# csr_trap_ctrl

Fig. 1: csr_trap_ctrl, clock nets
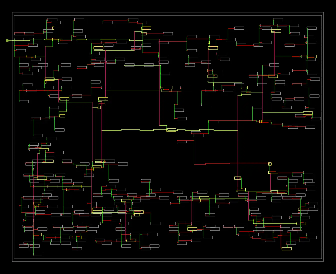

$ cat config.mk
export PLATFORM = sky130hd
export DESIGN_NAME = csr_trap_ctrl
export DESIGN_NICKNAME = d
export VERILOG_FILES = /design/src/rtl/libcsr_pkg.sv /design/src/rtl/csr_trap_ctrl_counter64.sv /design/src/rtl/csr_trap_ctrl.sv
export SDC_FILE = /design/constraint.sdc
export NUM_CORES = 1
export LEC_CHECK = 0
export ABC_CLOCK_PERIOD_IN_PS = 5100
export CORE_ASPECT_RATIO = 0.8
export CORE_MARGIN = 1.5
export CORE_UTILIZATION = 29
export DETAILED_ROUTE_END_ITERATION = 6
export MAX_ROUTING_LAYER = met4
export PLACE_DENSITY = 0.45
export SKIP_CTS_REPAIR_TIMING = 1
export SYNTH_ARGS = -nofsm -noshare
export SYNTH_HDL_FRONTEND = slang
export SYNTH_SLANG_ARGS = --single-unit
$ cat constraint.sdc
create_clock -name clk -period 5.1 [get_ports clk]
set_clock_uncertainty 0.15 [all_clocks]
set_input_delay 1.53 -clock clk [delete_from_list [all_inputs] [get_ports clk]]
set_output_delay 1.53 -clock clk [all_outputs]
set_load 0.005 [all_outputs]
$ cat src/rtl/libcsr_pkg.sv
// Shared CSR definitions for the ORV32s machine-mode CSR block: operation and
// address encodings, controller states, field constants and the RMW helper.
package libcsr;

  typedef enum logic [1:0] {
    CSR_OP_READ  = 2'd0,
    CSR_OP_WRITE = 2'd1,
    CSR_OP_SET   = 2'd2,
    CSR_OP_CLEAR = 2'd3
  } csr_op_e;

  typedef enum logic [11:0] {
    CSR_MSTATUS   = 12'h300,
    CSR_MISA      = 12'h301,
    CSR_MTVEC     = 12'h305,
    CSR_MSCRATCH  = 12'h340,
    CSR_MEPC      = 12'h341,
    CSR_MCAUSE    = 12'h342,
    CSR_MTVAL     = 12'h343,
    CSR_MCYCLE    = 12'hB00,
    CSR_MINSTRET  = 12'hB02,
    CSR_MCYCLEH   = 12'hB80,
    CSR_MINSTRETH = 12'hB82,
    CSR_CYCLE     = 12'hC00,
    CSR_MHARTID   = 12'hF14
  } csr_add_e;

  typedef enum logic [2:0] {
    ST_IDLE        = 3'd0,
    ST_TRAP_SAVE   = 3'd1,
    ST_TRAP_STATUS = 3'd2,
    ST_TRAP_JUMP   = 3'd3,
    ST_MRET_STATUS = 3'd4,
    ST_MRET_JUMP   = 3'd5
  } csr_ctrl_state_e;

  localparam int unsigned MTVEC_MODE_BIT  = 0;
  localparam logic [1:0]  CSR_MSTATUS_MPP = 2'b11;

  function automatic logic [31:0] csr_apply_op(input csr_op_e op, input logic [31:0] old,
                                               input logic [31:0] wdata);
    case (op)
      CSR_OP_WRITE: return wdata;
      CSR_OP_SET:   return old | wdata;
      CSR_OP_CLEAR: return old & ~wdata;
      default:      return old;
    endcase
  endfunction

endpackage

$ cat src/rtl/csr_trap_ctrl_counter64.sv
// 64-bit counter with per-half load; a load of either half wins over the increment.
module csr_counter64 (
  input  logic        clk,
  input  logic        rst_n,
  input  logic        inc,
  input  logic        we_lo,
  input  logic        we_hi,
  input  logic [31:0] wdata,
  output logic [63:0] value
);

  logic [63:0] cnt_r;

  // Count register; a half-load suppresses the whole increment that cycle
  always_ff @(posedge clk or negedge rst_n) begin
    if (!rst_n) begin
      cnt_r <= 64'd0;
    end else if (we_lo || we_hi) begin
      if (we_lo) cnt_r[31:0] <= wdata;
      if (we_hi) cnt_r[63:32] <= wdata;
    end else if (inc) begin
      cnt_r <= cnt_r + 64'd1;
    end
  end

  assign value = cnt_r;

endmodule

$ cat src/rtl/csr_trap_ctrl.sv
// Machine-mode CSR controller: trap CSRs, 64-bit cycle/instret counters,
// single-cycle CSR access and multi-cycle trap-entry / mret sequencing.
module csr_trap_ctrl
  import libcsr::*;
#(
  parameter int          XLEN        = 32,
  parameter logic [31:0] HART_ID     = 32'h0000_0000,
  parameter logic [31:0] MISA_VALUE  = 32'h4000_0100,
  parameter logic [31:0] MTVEC_RESET = 32'h0000_0000
) (
  input  logic            clk,
  input  logic            rst_n,
  input  logic            csr_req_i,
  input  csr_op_e         csr_op_i,
  input  logic [11:0]     csr_addr_i,
  input  logic [XLEN-1:0] csr_wdata_i,
  output logic            csr_gnt_o,
  output logic [XLEN-1:0] csr_rdata_o,
  output logic            csr_illegal_o,
  input  logic            exc_req_i,
  input  logic [XLEN-1:0] exc_cause_i,
  input  logic [XLEN-1:0] exc_pc_i,
  input  logic [XLEN-1:0] exc_tval_i,
  input  logic            mret_req_i,
  output logic            ack_o,
  input  logic            instret_i,
  output logic            redirect_o,
  output logic [XLEN-1:0] redirect_pc_o,
  output logic            busy_o,
  output logic            mstatus_mie_o
);

  csr_ctrl_state_e state_r, state_nxt_s;
  logic [31:0] mtvec_r, mepc_r, mcause_r, mtval_r, mscratch_r;
  logic        mie_r, mpie_r;
  logic [63:0] mcycle_s, minstret_s;
  logic [31:0] old_s, new_s, tvec_base_s;
  logic        idle_s, exc_acc_s, mret_acc_s, gnt_s;
  logic        legal_s, ro_s, illegal_s, wr_req_s, do_write_s;

  assign idle_s     = (state_r == ST_IDLE);
  assign exc_acc_s  = idle_s & exc_req_i;
  assign mret_acc_s = idle_s & mret_req_i & ~exc_req_i;
  assign gnt_s      = idle_s & csr_req_i & ~exc_req_i & ~mret_req_i;

  // Read mux and legality check for the addressed CSR
  always_comb begin
    old_s   = 32'd0;
    legal_s = 1'b1;
    ro_s    = 1'b0;
    case (csr_addr_i)
      CSR_MSTATUS:   old_s = {19'd0, CSR_MSTATUS_MPP, 3'd0, mpie_r, 3'd0, mie_r, 3'd0};
      CSR_MISA:      begin old_s = MISA_VALUE; ro_s = 1'b1; end
      CSR_MTVEC:     old_s = mtvec_r;
      CSR_MSCRATCH:  old_s = mscratch_r;
      CSR_MEPC:      old_s = mepc_r;
      CSR_MCAUSE:    old_s = mcause_r;
      CSR_MTVAL:     old_s = mtval_r;
      CSR_MCYCLE:    old_s = mcycle_s[31:0];
      CSR_MCYCLEH:   old_s = mcycle_s[63:32];
      CSR_MINSTRET:  old_s = minstret_s[31:0];
      CSR_MINSTRETH: old_s = minstret_s[63:32];
      CSR_CYCLE:     begin old_s = mcycle_s[31:0]; ro_s = 1'b1; end
      CSR_MHARTID:   begin old_s = HART_ID; ro_s = 1'b1; end
      default:       legal_s = 1'b0;
    endcase
  end

  assign new_s      = csr_apply_op(csr_op_i, old_s, csr_wdata_i);
  assign illegal_s  = ~legal_s | (ro_s & (csr_op_i != CSR_OP_READ));
  // SET/CLEAR with a zero mask is a pure read and must not disturb the counters
  assign wr_req_s   = (csr_op_i == CSR_OP_WRITE) |
                      (((csr_op_i == CSR_OP_SET) | (csr_op_i == CSR_OP_CLEAR)) &
                       (csr_wdata_i != 32'd0));
  assign do_write_s = gnt_s & ~illegal_s & wr_req_s;

  // Trap/mret sequencing: fixed-length walk through the save/status/jump steps
  always_comb begin
    state_nxt_s = ST_IDLE;
    case (state_r)
      ST_IDLE: begin
        if (exc_req_i)       state_nxt_s = ST_TRAP_SAVE;
        else if (mret_req_i) state_nxt_s = ST_MRET_STATUS;
        else                 state_nxt_s = ST_IDLE;
      end
      ST_TRAP_SAVE:   state_nxt_s = ST_TRAP_STATUS;
      ST_TRAP_STATUS: state_nxt_s = ST_TRAP_JUMP;
      ST_MRET_STATUS: state_nxt_s = ST_MRET_JUMP;
      default:        state_nxt_s = ST_IDLE;
    endcase
  end

  // CSR state: trap capture at acceptance, status updates in the status steps, else CSR writes
  always_ff @(posedge clk or negedge rst_n) begin
    if (!rst_n) begin
      state_r    <= ST_IDLE;
      mtvec_r    <= MTVEC_RESET;
      mepc_r     <= 32'd0;
      mcause_r   <= 32'd0;
      mtval_r    <= 32'd0;
      mscratch_r <= 32'd0;
      mie_r      <= 1'b0;
      mpie_r     <= 1'b0;
    end else begin
      state_r <= state_nxt_s;
      if (exc_acc_s) begin
        mepc_r   <= exc_pc_i & 32'hFFFF_FFFC;
        mcause_r <= exc_cause_i;
        mtval_r  <= exc_tval_i;
      end else if (do_write_s) begin
        case (csr_addr_i)
          CSR_MTVEC:    mtvec_r    <= new_s & 32'hFFFF_FFFD;
          CSR_MSCRATCH: mscratch_r <= new_s;
          CSR_MEPC:     mepc_r     <= new_s & 32'hFFFF_FFFC;
          CSR_MCAUSE:   mcause_r   <= new_s;
          CSR_MTVAL:    mtval_r    <= new_s;
          default:      ;
        endcase
      end
      if (state_r == ST_TRAP_STATUS) begin
        mpie_r <= mie_r;
        mie_r  <= 1'b0;
      end else if (state_r == ST_MRET_STATUS) begin
        mie_r  <= mpie_r;
        mpie_r <= 1'b1;
      end else if (do_write_s && (csr_addr_i == CSR_MSTATUS)) begin
        mie_r  <= new_s[3];
        mpie_r <= new_s[7];
      end
    end
  end

  csr_counter64 u_mcycle (
    .clk   (clk),
    .rst_n (rst_n),
    .inc   (1'b1),
    .we_lo (do_write_s && (csr_addr_i == CSR_MCYCLE)),
    .we_hi (do_write_s && (csr_addr_i == CSR_MCYCLEH)),
    .wdata (new_s),
    .value (mcycle_s)
  );

  csr_counter64 u_minstret (
    .clk   (clk),
    .rst_n (rst_n),
    .inc   (instret_i),
    .we_lo (do_write_s && (csr_addr_i == CSR_MINSTRET)),
    .we_hi (do_write_s && (csr_addr_i == CSR_MINSTRETH)),
    .wdata (new_s),
    .value (minstret_s)
  );

  // Fetch redirect driven purely from the registered state
  always_comb begin
    redirect_o    = 1'b0;
    redirect_pc_o = 32'd0;
    tvec_base_s   = {mtvec_r[31:2], 2'b00};
    case (state_r)
      ST_TRAP_JUMP: begin
        redirect_o = 1'b1;
        if (mtvec_r[MTVEC_MODE_BIT] && mcause_r[31])
          redirect_pc_o = tvec_base_s + {25'd0, mcause_r[4:0], 2'b00};
        else
          redirect_pc_o = tvec_base_s;
      end
      ST_MRET_JUMP: begin
        redirect_o    = 1'b1;
        redirect_pc_o = mepc_r;
      end
      default: ;
    endcase
  end

  assign csr_gnt_o     = gnt_s;
  assign csr_rdata_o   = gnt_s ? old_s : 32'd0;
  assign csr_illegal_o = gnt_s & illegal_s;
  assign ack_o         = exc_acc_s | mret_acc_s;
  assign busy_o        = ~idle_s;
  assign mstatus_mie_o = mie_r;

endmodule

# alu_seq

`src/rtl/alu_seq.sv`:
```
// Sequential 6-op ALU with valid/ready handshakes on both sides. Shifts iterate one bit per
// cycle, all other ops finish in one cycle; result and zero-count flags are held until taken.
module alu_seq #(
    parameter int BITS = 8
) (
    input  logic            i_clk,
    input  logic            i_rst_n,
    input  logic            i_valid,
    output logic            o_ready,
    input  logic [BITS-1:0] i_a,
    input  logic [BITS-1:0] i_b,
    input  logic [2:0]      i_op,
    output logic            o_valid,
    input  logic            i_ready,
    output logic [BITS-1:0] o_out,
    output logic            o_carry,
    output logic            o_ERR,
    output logic            o_even,
    output logic            o_single
);

    localparam int CW = $clog2(BITS) + 1;
    localparam logic [BITS:0] LIM = (BITS+1)'(BITS);

    localparam logic [2:0] OP_SUB = 3'b000;
    localparam logic [2:0] OP_CMP = 3'b001;
    localparam logic [2:0] OP_SHL = 3'b010;
    localparam logic [2:0] OP_CHG = 3'b011;
    localparam logic [2:0] OP_ADD = 3'b100;
    localparam logic [2:0] OP_SHR = 3'b101;

    localparam logic [1:0] IDLE  = 2'd0;
    localparam logic [1:0] SHIFT = 2'd1;
    localparam logic [1:0] DONE  = 2'd2;

    logic [1:0]      state;
    logic [CW-1:0]   cnt;
    logic [BITS-1:0] sh;
    logic            sc;
    logic            dir;

    logic [BITS-1:0] res;
    logic            res_c;
    logic            res_e;
    logic            go_shift;
    logic [BITS:0]   wide;
    logic            b_big;
    logic [BITS-1:0] one_hot;
    logic [BITS-1:0] sh_nxt;
    logic            sc_nxt;
    logic [BITS-1:0] fin;
    logic            fin_c;
    logic            fin_e;
    logic            load;
    logic            last;

    function automatic int unsigned zero_cnt(input logic [BITS-1:0] v);
        int unsigned n;
        n = 0;
        for (int i = 0; i < BITS; i++) begin
            if (!v[i]) n++;
        end
        return n;
    endfunction

    function automatic logic f_even(input logic [BITS-1:0] v);
        return (zero_cnt(v) & 32'd1) == 32'd0;
    endfunction

    function automatic logic f_single(input logic [BITS-1:0] v);
        return zero_cnt(v) == 32'd1;
    endfunction

    // Out-of-range test uses the full operand width, not just the counter bits
    assign b_big   = {1'b0, i_b} >= LIM;
    assign one_hot = {{(BITS-1){1'b0}}, 1'b1} << i_b;

    always_comb begin
        res      = '0;
        res_c    = 1'b0;
        res_e    = 1'b0;
        go_shift = 1'b0;
        wide     = '0;
        case (i_op)
            OP_SUB: begin
                wide  = {1'b0, i_a} - {1'b0, i_b};
                res   = wide[BITS-1:0];
                res_c = wide[BITS];
            end
            OP_CMP: res = {{(BITS-1){1'b0}}, (i_a > i_b)};
            OP_SHL, OP_SHR: begin
                if (b_big)           res_e    = 1'b1;
                else if (i_b == '0)  res      = i_a;
                else                 go_shift = 1'b1;
            end
            OP_CHG: begin
                res   = b_big ? i_a : (i_a ^ one_hot);
                res_e = b_big;
            end
            OP_ADD: begin
                wide  = {1'b0, i_a} + {1'b0, i_b};
                res   = wide[BITS-1:0];
                res_c = wide[BITS];
            end
            default: res_e = 1'b1;
        endcase
    end

    assign sh_nxt = dir ? (sh >> 1) : (sh << 1);
    assign sc_nxt = sc | (dir ? sh[0] : sh[BITS-1]);
    assign last   = (state == SHIFT) && (cnt == CW'(1));
    assign load   = ((state == IDLE) && i_valid && !go_shift) || last;
    assign fin    = (state == SHIFT) ? sh_nxt : res;
    assign fin_c  = (state == SHIFT) ? sc_nxt : res_c;
    assign fin_e  = (state == SHIFT) ? 1'b0 : res_e;

    assign o_ready = (state == IDLE);
    assign o_valid = (state == DONE);

    always_ff @(posedge i_clk) begin
        if (!i_rst_n) begin
            state    <= IDLE;
            cnt      <= '0;
            o_out    <= '0;
            o_carry  <= 1'b0;
            o_ERR    <= 1'b0;
            o_even   <= 1'b0;
            o_single <= 1'b0;
        end else begin
            case (state)
                IDLE: begin
                    if (i_valid) begin
                        if (go_shift) begin
                            state <= SHIFT;
                            cnt   <= i_b[CW-1:0];
                        end else begin
                            state <= DONE;
                        end
                    end
                end
                SHIFT: begin
                    if (last) state <= DONE;
                    else      cnt   <= cnt - 1'b1;
                end
                DONE: begin
                    if (i_ready) state <= IDLE;
                end
                default: state <= IDLE;
            endcase
            if (load) begin
                o_out    <= fin;
                o_carry  <= fin_c;
                o_ERR    <= fin_e;
                o_even   <= f_even(fin);
                o_single <= f_single(fin);
            end
        end
    end

    // Shift working register and sticky shifted-out bit
    always_ff @(posedge i_clk) begin
        if ((state == IDLE) && i_valid) begin
            sh  <= i_a;
            sc  <= 1'b0;
            dir <= (i_op == OP_SHR);
        end else if (state == SHIFT) begin
            sh <= sh_nxt;
            sc <= sc_nxt;
        end
    end

endmodule

```
`config.mk`:
```
export PLATFORM = sky130hd
export DESIGN_NAME = alu_seq
export DESIGN_NICKNAME = d
export VERILOG_FILES = /design/src/rtl/alu_seq.sv
export SDC_FILE = /design/constraint.sdc
export NUM_CORES = 1
export LEC_CHECK = 0
export ABC_CLOCK_PERIOD_IN_PS = 12400
export CAP_MARGIN = 15
export CORE_ASPECT_RATIO = 1.2
export CORE_MARGIN = 10
export CORE_UTILIZATION = 64
export CTS_BUF_LIST = sky130_fd_sc_hd__clkbuf_4 sky130_fd_sc_hd__clkbuf_8
export CTS_CLUSTER_DIAMETER = 100
export DETAILED_ROUTE_END_ITERATION = 8
export PLACE_DENSITY_LB_ADDON = 0.08
export SLEW_MARGIN = 10
export SYNTH_ARGS = -nofsm -noshare
export SYNTH_HDL_FRONTEND = slang
export SYNTH_SLANG_ARGS = --single-unit
```
`constraint.sdc`:
```
create_clock -name i_clk -period 12.4 [get_ports i_clk]
set_input_delay 2.48 -clock i_clk [delete_from_list [all_inputs] [get_ports i_clk]]
set_output_delay 2.48 -clock i_clk [all_outputs]
set_load 0.005 [all_outputs]
```
# step_sequencer

--- config.mk ---
export PLATFORM = sky130hd
export DESIGN_NAME = step_sequencer
export DESIGN_NICKNAME = d
export VERILOG_FILES = /design/src/rtl/cpu_pkg.sv /design/src/rtl/step_counter.sv /design/src/rtl/step_sequencer.sv
export SDC_FILE = /design/constraint.sdc
export NUM_CORES = 1
export LEC_CHECK = 0
export CAP_MARGIN = 15
export CELL_PAD_IN_SITES_DETAIL_PLACEMENT = 0
export CELL_PAD_IN_SITES_GLOBAL_PLACEMENT = 1
export CORE_ASPECT_RATIO = 0.9
export CORE_MARGIN = 5
export CORE_UTILIZATION = 38
export CTS_BUF_LIST = sky130_fd_sc_hd__clkbuf_2
export DETAILED_ROUTE_END_ITERATION = 6
export GPL_ROUTABILITY_DRIVEN = 0
export PLACE_DENSITY = 0.79
export SYNTH_ARGS = -nofsm -noshare
export SYNTH_HDL_FRONTEND = slang
export SYNTH_SLANG_ARGS = --single-unit
--- constraint.sdc ---
create_clock -name clk -period 1.8 [get_ports clk]
set_input_delay 0.27 -clock clk [delete_from_list [all_inputs] [get_ports clk]]
set_output_delay 0.27 -clock clk [all_outputs]
set_load 0.02 [all_outputs]
--- src/rtl/cpu_pkg.sv ---
// Constants and state encoding shared between the control unit and the step sequencer.
package cpu_pkg;
    localparam int STEP_W      = 4;
    localparam int FETCH_STEPS = 5;
    localparam int MAX_STEP    = 15;
    localparam int ICNT_W      = 16;

    typedef enum logic [2:0] {
        IDLE   = 3'd0,
        RUN    = 3'd1,
        PAUSE  = 3'd2,
        HALTED = 3'd3,
        FAULT  = 3'd4
    } cpu_state_t;
endpackage

--- src/rtl/step_counter.sv ---
// Saturating micro-step counter; clear beats increment, increment only while enabled.
module step_counter #(
    parameter int W   = 4,
    parameter int MAX = 15
) (
    input  logic         clk,
    input  logic         reset,
    input  logic         clr,
    input  logic         inc,
    input  logic         en,
    output logic [W-1:0] q,
    output logic         at_max
);
    assign at_max = (q == W'(MAX));

    always_ff @(posedge clk) begin
        if (!reset)
            q <= '0;
        else if (clr)
            q <= '0;
        else if (inc && en && !at_max)
            q <= q + W'(1);
    end
endmodule

--- src/rtl/step_sequencer.sv ---
// Micro-step counter plus run/pause/halt control, front-panel stepping, fault watchdog and retire counter.
module step_sequencer
    import cpu_pkg::*;
#(
    parameter int STEP_W      = cpu_pkg::STEP_W,
    parameter int FETCH_STEPS = cpu_pkg::FETCH_STEPS,
    parameter int MAX_STEP    = cpu_pkg::MAX_STEP,
    parameter int ICNT_W      = cpu_pkg::ICNT_W
) (
    input  logic              clk,
    input  logic              reset,
    input  logic              start,
    input  logic              stop,
    input  logic              single_en,
    input  logic              step_req,
    input  logic              SC_inc,
    input  logic              SC_reset,
    input  logic              HALT,
    output logic [STEP_W-1:0] step,
    output logic              cpu_run,
    output logic              halted,
    output logic              fault,
    output logic              fetch_phase,
    output logic [ICNT_W-1:0] instr_count
);
    cpu_state_t state, state_nx;
    logic       stop_pend;
    logic       at_max;
    logic       retire;
    logic       in_run;

    assign in_run      = (state == RUN);
    assign fetch_phase = (step < STEP_W'(FETCH_STEPS));
    assign retire      = SC_reset && !fetch_phase && in_run;

    step_counter #(.W(STEP_W), .MAX(MAX_STEP)) u_step (
        .clk    (clk),
        .reset  (reset),
        .clr    (SC_reset),
        .inc    (SC_inc),
        .en     (in_run),
        .q      (step),
        .at_max (at_max)
    );

    always_comb begin
        state_nx = state;
        unique case (state)
            IDLE:    if (start && !stop) state_nx = RUN;
            RUN: begin
                // Overflow past the last legal step is a runaway instruction.
                if (SC_inc && !SC_reset && at_max)              state_nx = FAULT;
                else if (HALT)                                  state_nx = HALTED;
                else if (retire && (stop_pend || stop || single_en)) state_nx = PAUSE;
            end
            PAUSE:   if (start || (step_req && single_en)) state_nx = RUN;
            HALTED:  state_nx = HALTED;
            FAULT:   state_nx = FAULT;
            default: state_nx = IDLE;
        endcase
    end

    always_ff @(posedge clk) begin
        if (!reset) begin
            state       <= IDLE;
            stop_pend   <= 1'b0;
            instr_count <= '0;
            cpu_run     <= 1'b0;
            halted      <= 1'b0;
            fault       <= 1'b0;
        end else begin
            state   <= state_nx;
            cpu_run <= (state_nx == RUN);
            halted  <= (state_nx == HALTED);
            fault   <= (state_nx == FAULT);
            if (state_nx == PAUSE && state != PAUSE)
                stop_pend <= 1'b0;
            else if (in_run && stop)
                stop_pend <= 1'b1;
            if (retire)
                instr_count <= instr_count + ICNT_W'(1);
        end
    end
endmodule
Fig. 2: step_sequencer, clock nets
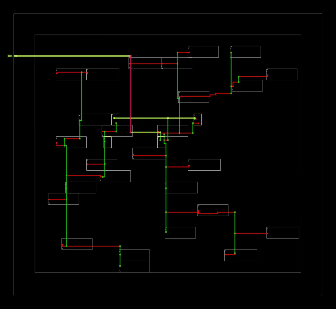
clock group total power: 234 uW
Latency at later pin: 360 ps
final setup skew: 22.4 ps

==> Changelog: implementation, step_sequencer <==
### Changed

* Hold Path Class: register to register
* Reg2Reg Depth at 7
* Reg-to-reg startpoint: u_step.q[0]$_SDFFE_PP0P_
* Worst hold stages at 2
* Relative slew slack at 74.0%
* Core area at 3650 sq um
* Nature of the critical path endpoint: primary output
* CTS clk-pin slew, worst paths at 270 ps
* Clk pwr share at 24.1%
* Fill count at 350
* Final worst slack at 92.2 ps
* Simple Share, Synth at 24.2%
* CP cell instances: clkdlybuf4s50_1
* Comb area leader: simple AND/OR/NAND/NOR gates
* Path type of the worst setup path: register to primary output
* TritonRoute pass-1 iters at 5
* Status: complete, no violations
* #FFs+latches synth at 27
* Worst r2r dst: halted$_SDFF_PN0_
* Hpwl dp at 2.50 mm
* CTS Sinks at 27
* Final Hold Fails at 0
* Cell Rows at 21
* Via density at 5.29
* Setup crit end: step[2]
* Post-route cell area at 1950 sq um
* Routed length per instance at 12.8 um
* Multi-In Gates at 116
* Net count after synthesis at 168
* Stages on worst setup path at 1
* Largest net degree at the start of global routing at 16
* Slew @ Worst Pin at 390 ps
* Flop count at 27
* Crit path DAT at 1440 ps
-- step_sequencer: stage by stage --
stage          hold WS, ps  cells  total power [uW]  util, %
6_report               520    253               971     53.4
5_1_grt                547    253              1020     53.4
4_1_cts                523    250               988     52.0
3_5_place_dp           486    245               746     51.3
3_3_place_gp           489    245               745     51.3
2_1_floorplan          389    156               691        -
-- step_sequencer: layer usage --
layer | vias to the layer above | track usage, % | routed length [um]
met1 | 616 | 17.7 | 1530
met3 | 2 | 4.32 | 212
met4 | 0 | 2.71 | 18
met2 | 37 | 23.3 | 1480
met5 | - | 0 | 0
li1 | 683 | - | -
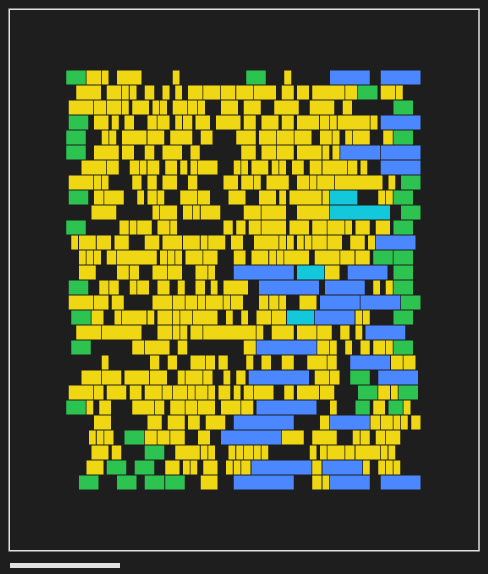
Fig. 3. Cell classes on the final placement (alu_seq).
Scale bar: 20 um.
[blue] registers | cells: 28 | share of their area: 18%
[green] remaining buffers and delay cells | cells: 38 | share of their area: 10%
[yellow] remaining logic cells | cells: 373 | share of their area: 70%
[cyan] clock drivers and dummy loads | cells: 4 | share of their area: 2.0%

==> Changelog: implementation, alu_seq <==
### Changed

* Status: complete, no violations
* Fin util at 74.9%
* Max FO, Critical Path at 12
* Reg-to-reg startpoint: dir$_DFFE_PP_
* Latency at later pin at 280 ps
* Cts hold-fix bufs at 0
* Final setup skew at 8.93 ps
* Net count after synthesis at 474
* OpenROAD warning count at 38
* Synth Cell Area at 3240 sq um
* DP Cell Count at 499
* GRT Total Usage at 21.5%
* Nature of the critical path endpoint: register
* Largest net degree at the start of global routing at 22
* Pwr dens at 110 nW/um^2
* Root buf cell: clkbuf_8
* Top cell excl fill/tap: nor2_1
* Final wirelength at 9.15 mm
* Hold WS at 466 ps
* Fin nets at 495
* Clk pwr share at 18.0%
* Buffers and inverters on the worst path at 3
* Power share of the combinational group at 55.7%
* Die area at 8320 sq um
* Total Power at 405 uW
* TritonCTS Buffers at 3
* Total negative slack at 0 ps
* # IOs at 37
* Stages on worst setup path at 30
* H-tree depth at 1
* Hpwl dp at 7.37 mm
* Largest area contributor in the netlist: dfxtp_1
* Lkg Pwr at 0.00147 uW
* RSZ-0062 raised after global routing: no
* Synthesis warning total at 0
* CTS clk-pin slew, worst paths at 90 ps
* Slew Viols, Final at 0
* Diodes inserted at 0
* Core area at 4900 sq um
* Yosys chip area at 3240 sq um
* Comb area leader: AND-OR/OR-AND gates
* Layer with the highest usage: met2
* Worst r2r dst: o_single$_SDFFE_PN0P_
* Crit path DAT at 9160 ps
* CP max-delay cell: clkdlybuf4s50_1
alu_seq: final cells by class:
cell class	count	area share, %
multi-input combinational	347	65.4
sequential	28	17.7
timing repair buffer	38	10.2
inverter	26	2.66
tap	60	2.04
clock buffer	3	1.12
clock inverter	1	0.817
alu_seq: power groups by stage:
stage          clock (uW)  combinational [uW]  sequential, uW
2_1_floorplan           0                 168             107
3_3_place_gp            0                 214             108
3_5_place_dp            0                 221             108
4_1_cts              72.4                 223             106
5_1_grt              75.7                 250             107
6_report             72.8                 225             106
Fig. 4: csr_trap_ctrl, routed clock nets over the placement
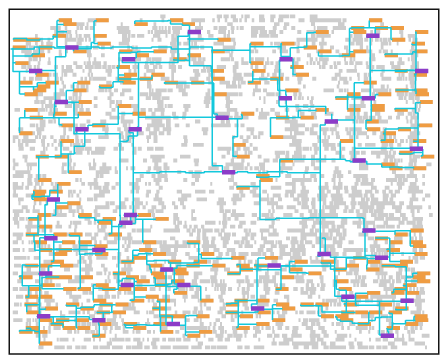
[cyan] clock wires | length: 5340 um
[purple] clock-net drivers | count: 37
[orange] flip-flops | count: 290
routed clock nets: 38
flops lie: widely spread

Fig. 5: csr_trap_ctrl, cell classes on the final placement
Scale bar: 100 um.
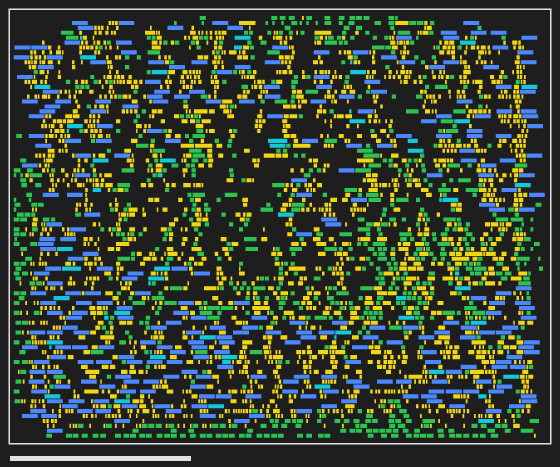
[blue] registers | cells: 290 | share of their area: 25%
[yellow] remaining logic cells | cells: 2043 | share of their area: 45%
[green] remaining buffers and delay cells | cells: 780 | share of their area: 26%
[cyan] clock drivers and dummy loads | cells: 58 | share of their area: 3.9%

Notes on Fig. 1 above:
CTS Sinks: 290
Latency at later pin: 590 ps
clock group total power: 2660 uW
clock buffers: 49
flop count: 290

==> Changelog: implementation, csr_trap_ctrl <==
### Changed

* Status: complete, but fails checks
* Failing checks: negative setup slack
* Final worst slack at -315 ps
* Top Consumer: sequential cells
* Nature of the critical path endpoint: primary output
* Sequential area share after synthesis at 35.7%
* Commonest flop: dfrtp_1
* Hpwl dp at 111 mm
* Largest area contributor in the netlist: dfrtp_1
* Fin util at 43.4%
* Core area at 69100 sq um
* Sequential share of cell area at 24.2%
* Cell Rows at 86
* Final wirelength at 141 mm
* Hold Path Class: register to register
* Final setup vio count at 33
* Vias in the first global route at 23.2k
* Met2 wire length at 56.1 mm
* Post-route cell area at 30000 sq um
* Max Used Layer: met4
* Most instantiated logic cells after routing: buf_4 (449), nand2_1 (336), o21ai_0 (312)
* Reg2Reg Depth at 7
* Placer Congestion at 1.00
* Seq pwr at 3400 uW
* Met2 usage at 52.8%
* Initial Utilization at 29.4%
* Met3 Use GR at 8.82%
* Fill count at 7008
* Max FO, Critical Path at 7
* Synth mux share at 5.26%
* MI comb area at 12900 sq um
* Initial antenna violation count at 8
* Compound-gate portion of the synthesized area at 28.3%
* Synthesis warning total at 0
* First-pass GRT wire length at 189 mm
* Pwr dens at 280 nW/um^2
* Final Hold Fails at 0
* Path type of the worst setup path: primary input to primary output
* # IOs at 218
csr_trap_ctrl: flip-flops by register name (all words and copies together), names as in the netlist:
register and count:
mtvec_r 31, mstatus_mie_o 1, u_mcycle.value 64, mtval_r 32
mscratch_r 32, mpie_r 1, u_minstret.value 64, mepc_r 30
mcause_r 32, state_r 3
csr_trap_ctrl: worst max-delay path, delay by kind of cell:
| family | cells | cell delay (ps) |
|---|---|---|
| AOI/OAI and AO/OA | 1 | 650 |
| buffers and inverters | 7 | 800 |
| and+or+nand+nor | 4 | 750 |

==> gallery <==
Met1 routing.
Supply wires on this layer in grey.
(a)
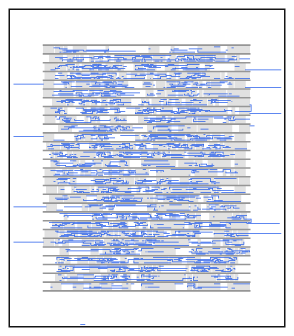
(b)
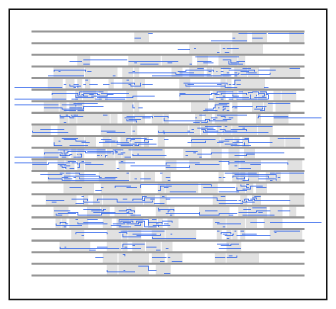
(c)
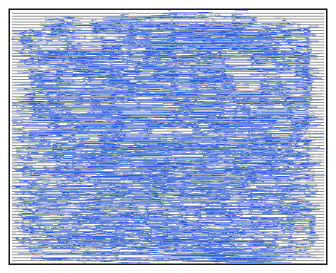
| from | picture |
|---|---|
| step_sequencer | (b) |
| csr_trap_ctrl | (c) |
| alu_seq | (a) |

Key to (c):
wire length on this layer: 63.8 mm
main direction: horizontal



==> gallery <==
Drive-strength map.
panel A
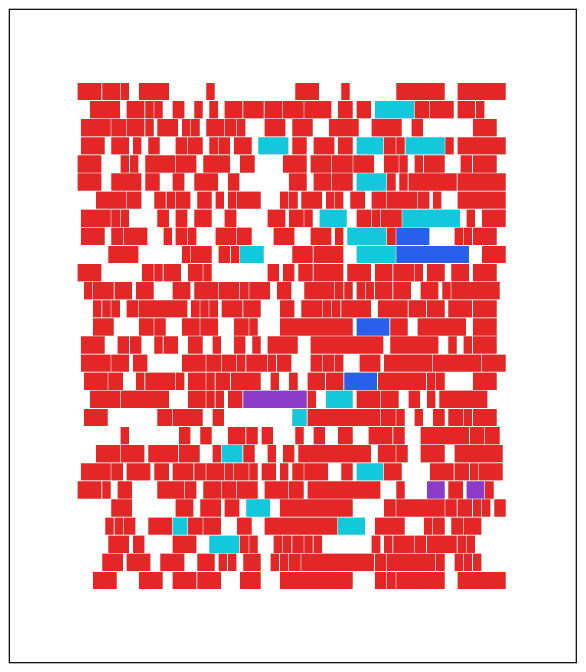
panel B
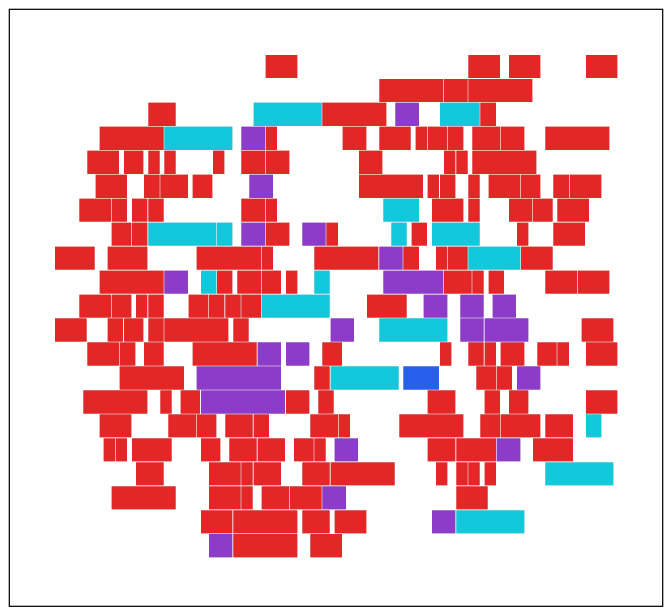
panel C
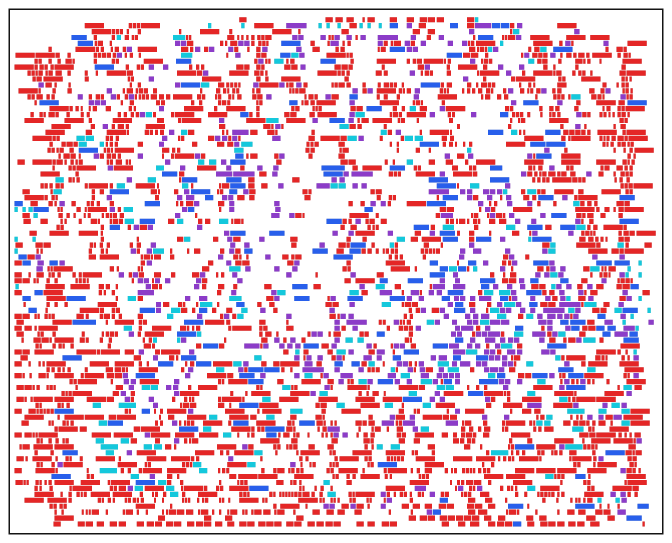
The one with the fewest cells is panel B.
The one with the most cells is panel C.
| picture | from |
|---|---|
| panel A | alu_seq |
| panel B | step_sequencer |
| panel C | csr_trap_ctrl |

Key to panel C:
[red] x1 and smaller | cells: 2269 | share: 72% | most used: nand2_1
[blue] x6 and larger | cells: 183 | share: 5.8% | most used: buf_12
[purple] x3 and x4 | cells: 516 | share: 16% | most used: buf_4
[cyan] x2 | cells: 203 | share: 6.4% | most used: mux2_2

Power is estimated from default activity; no workload was simulated.
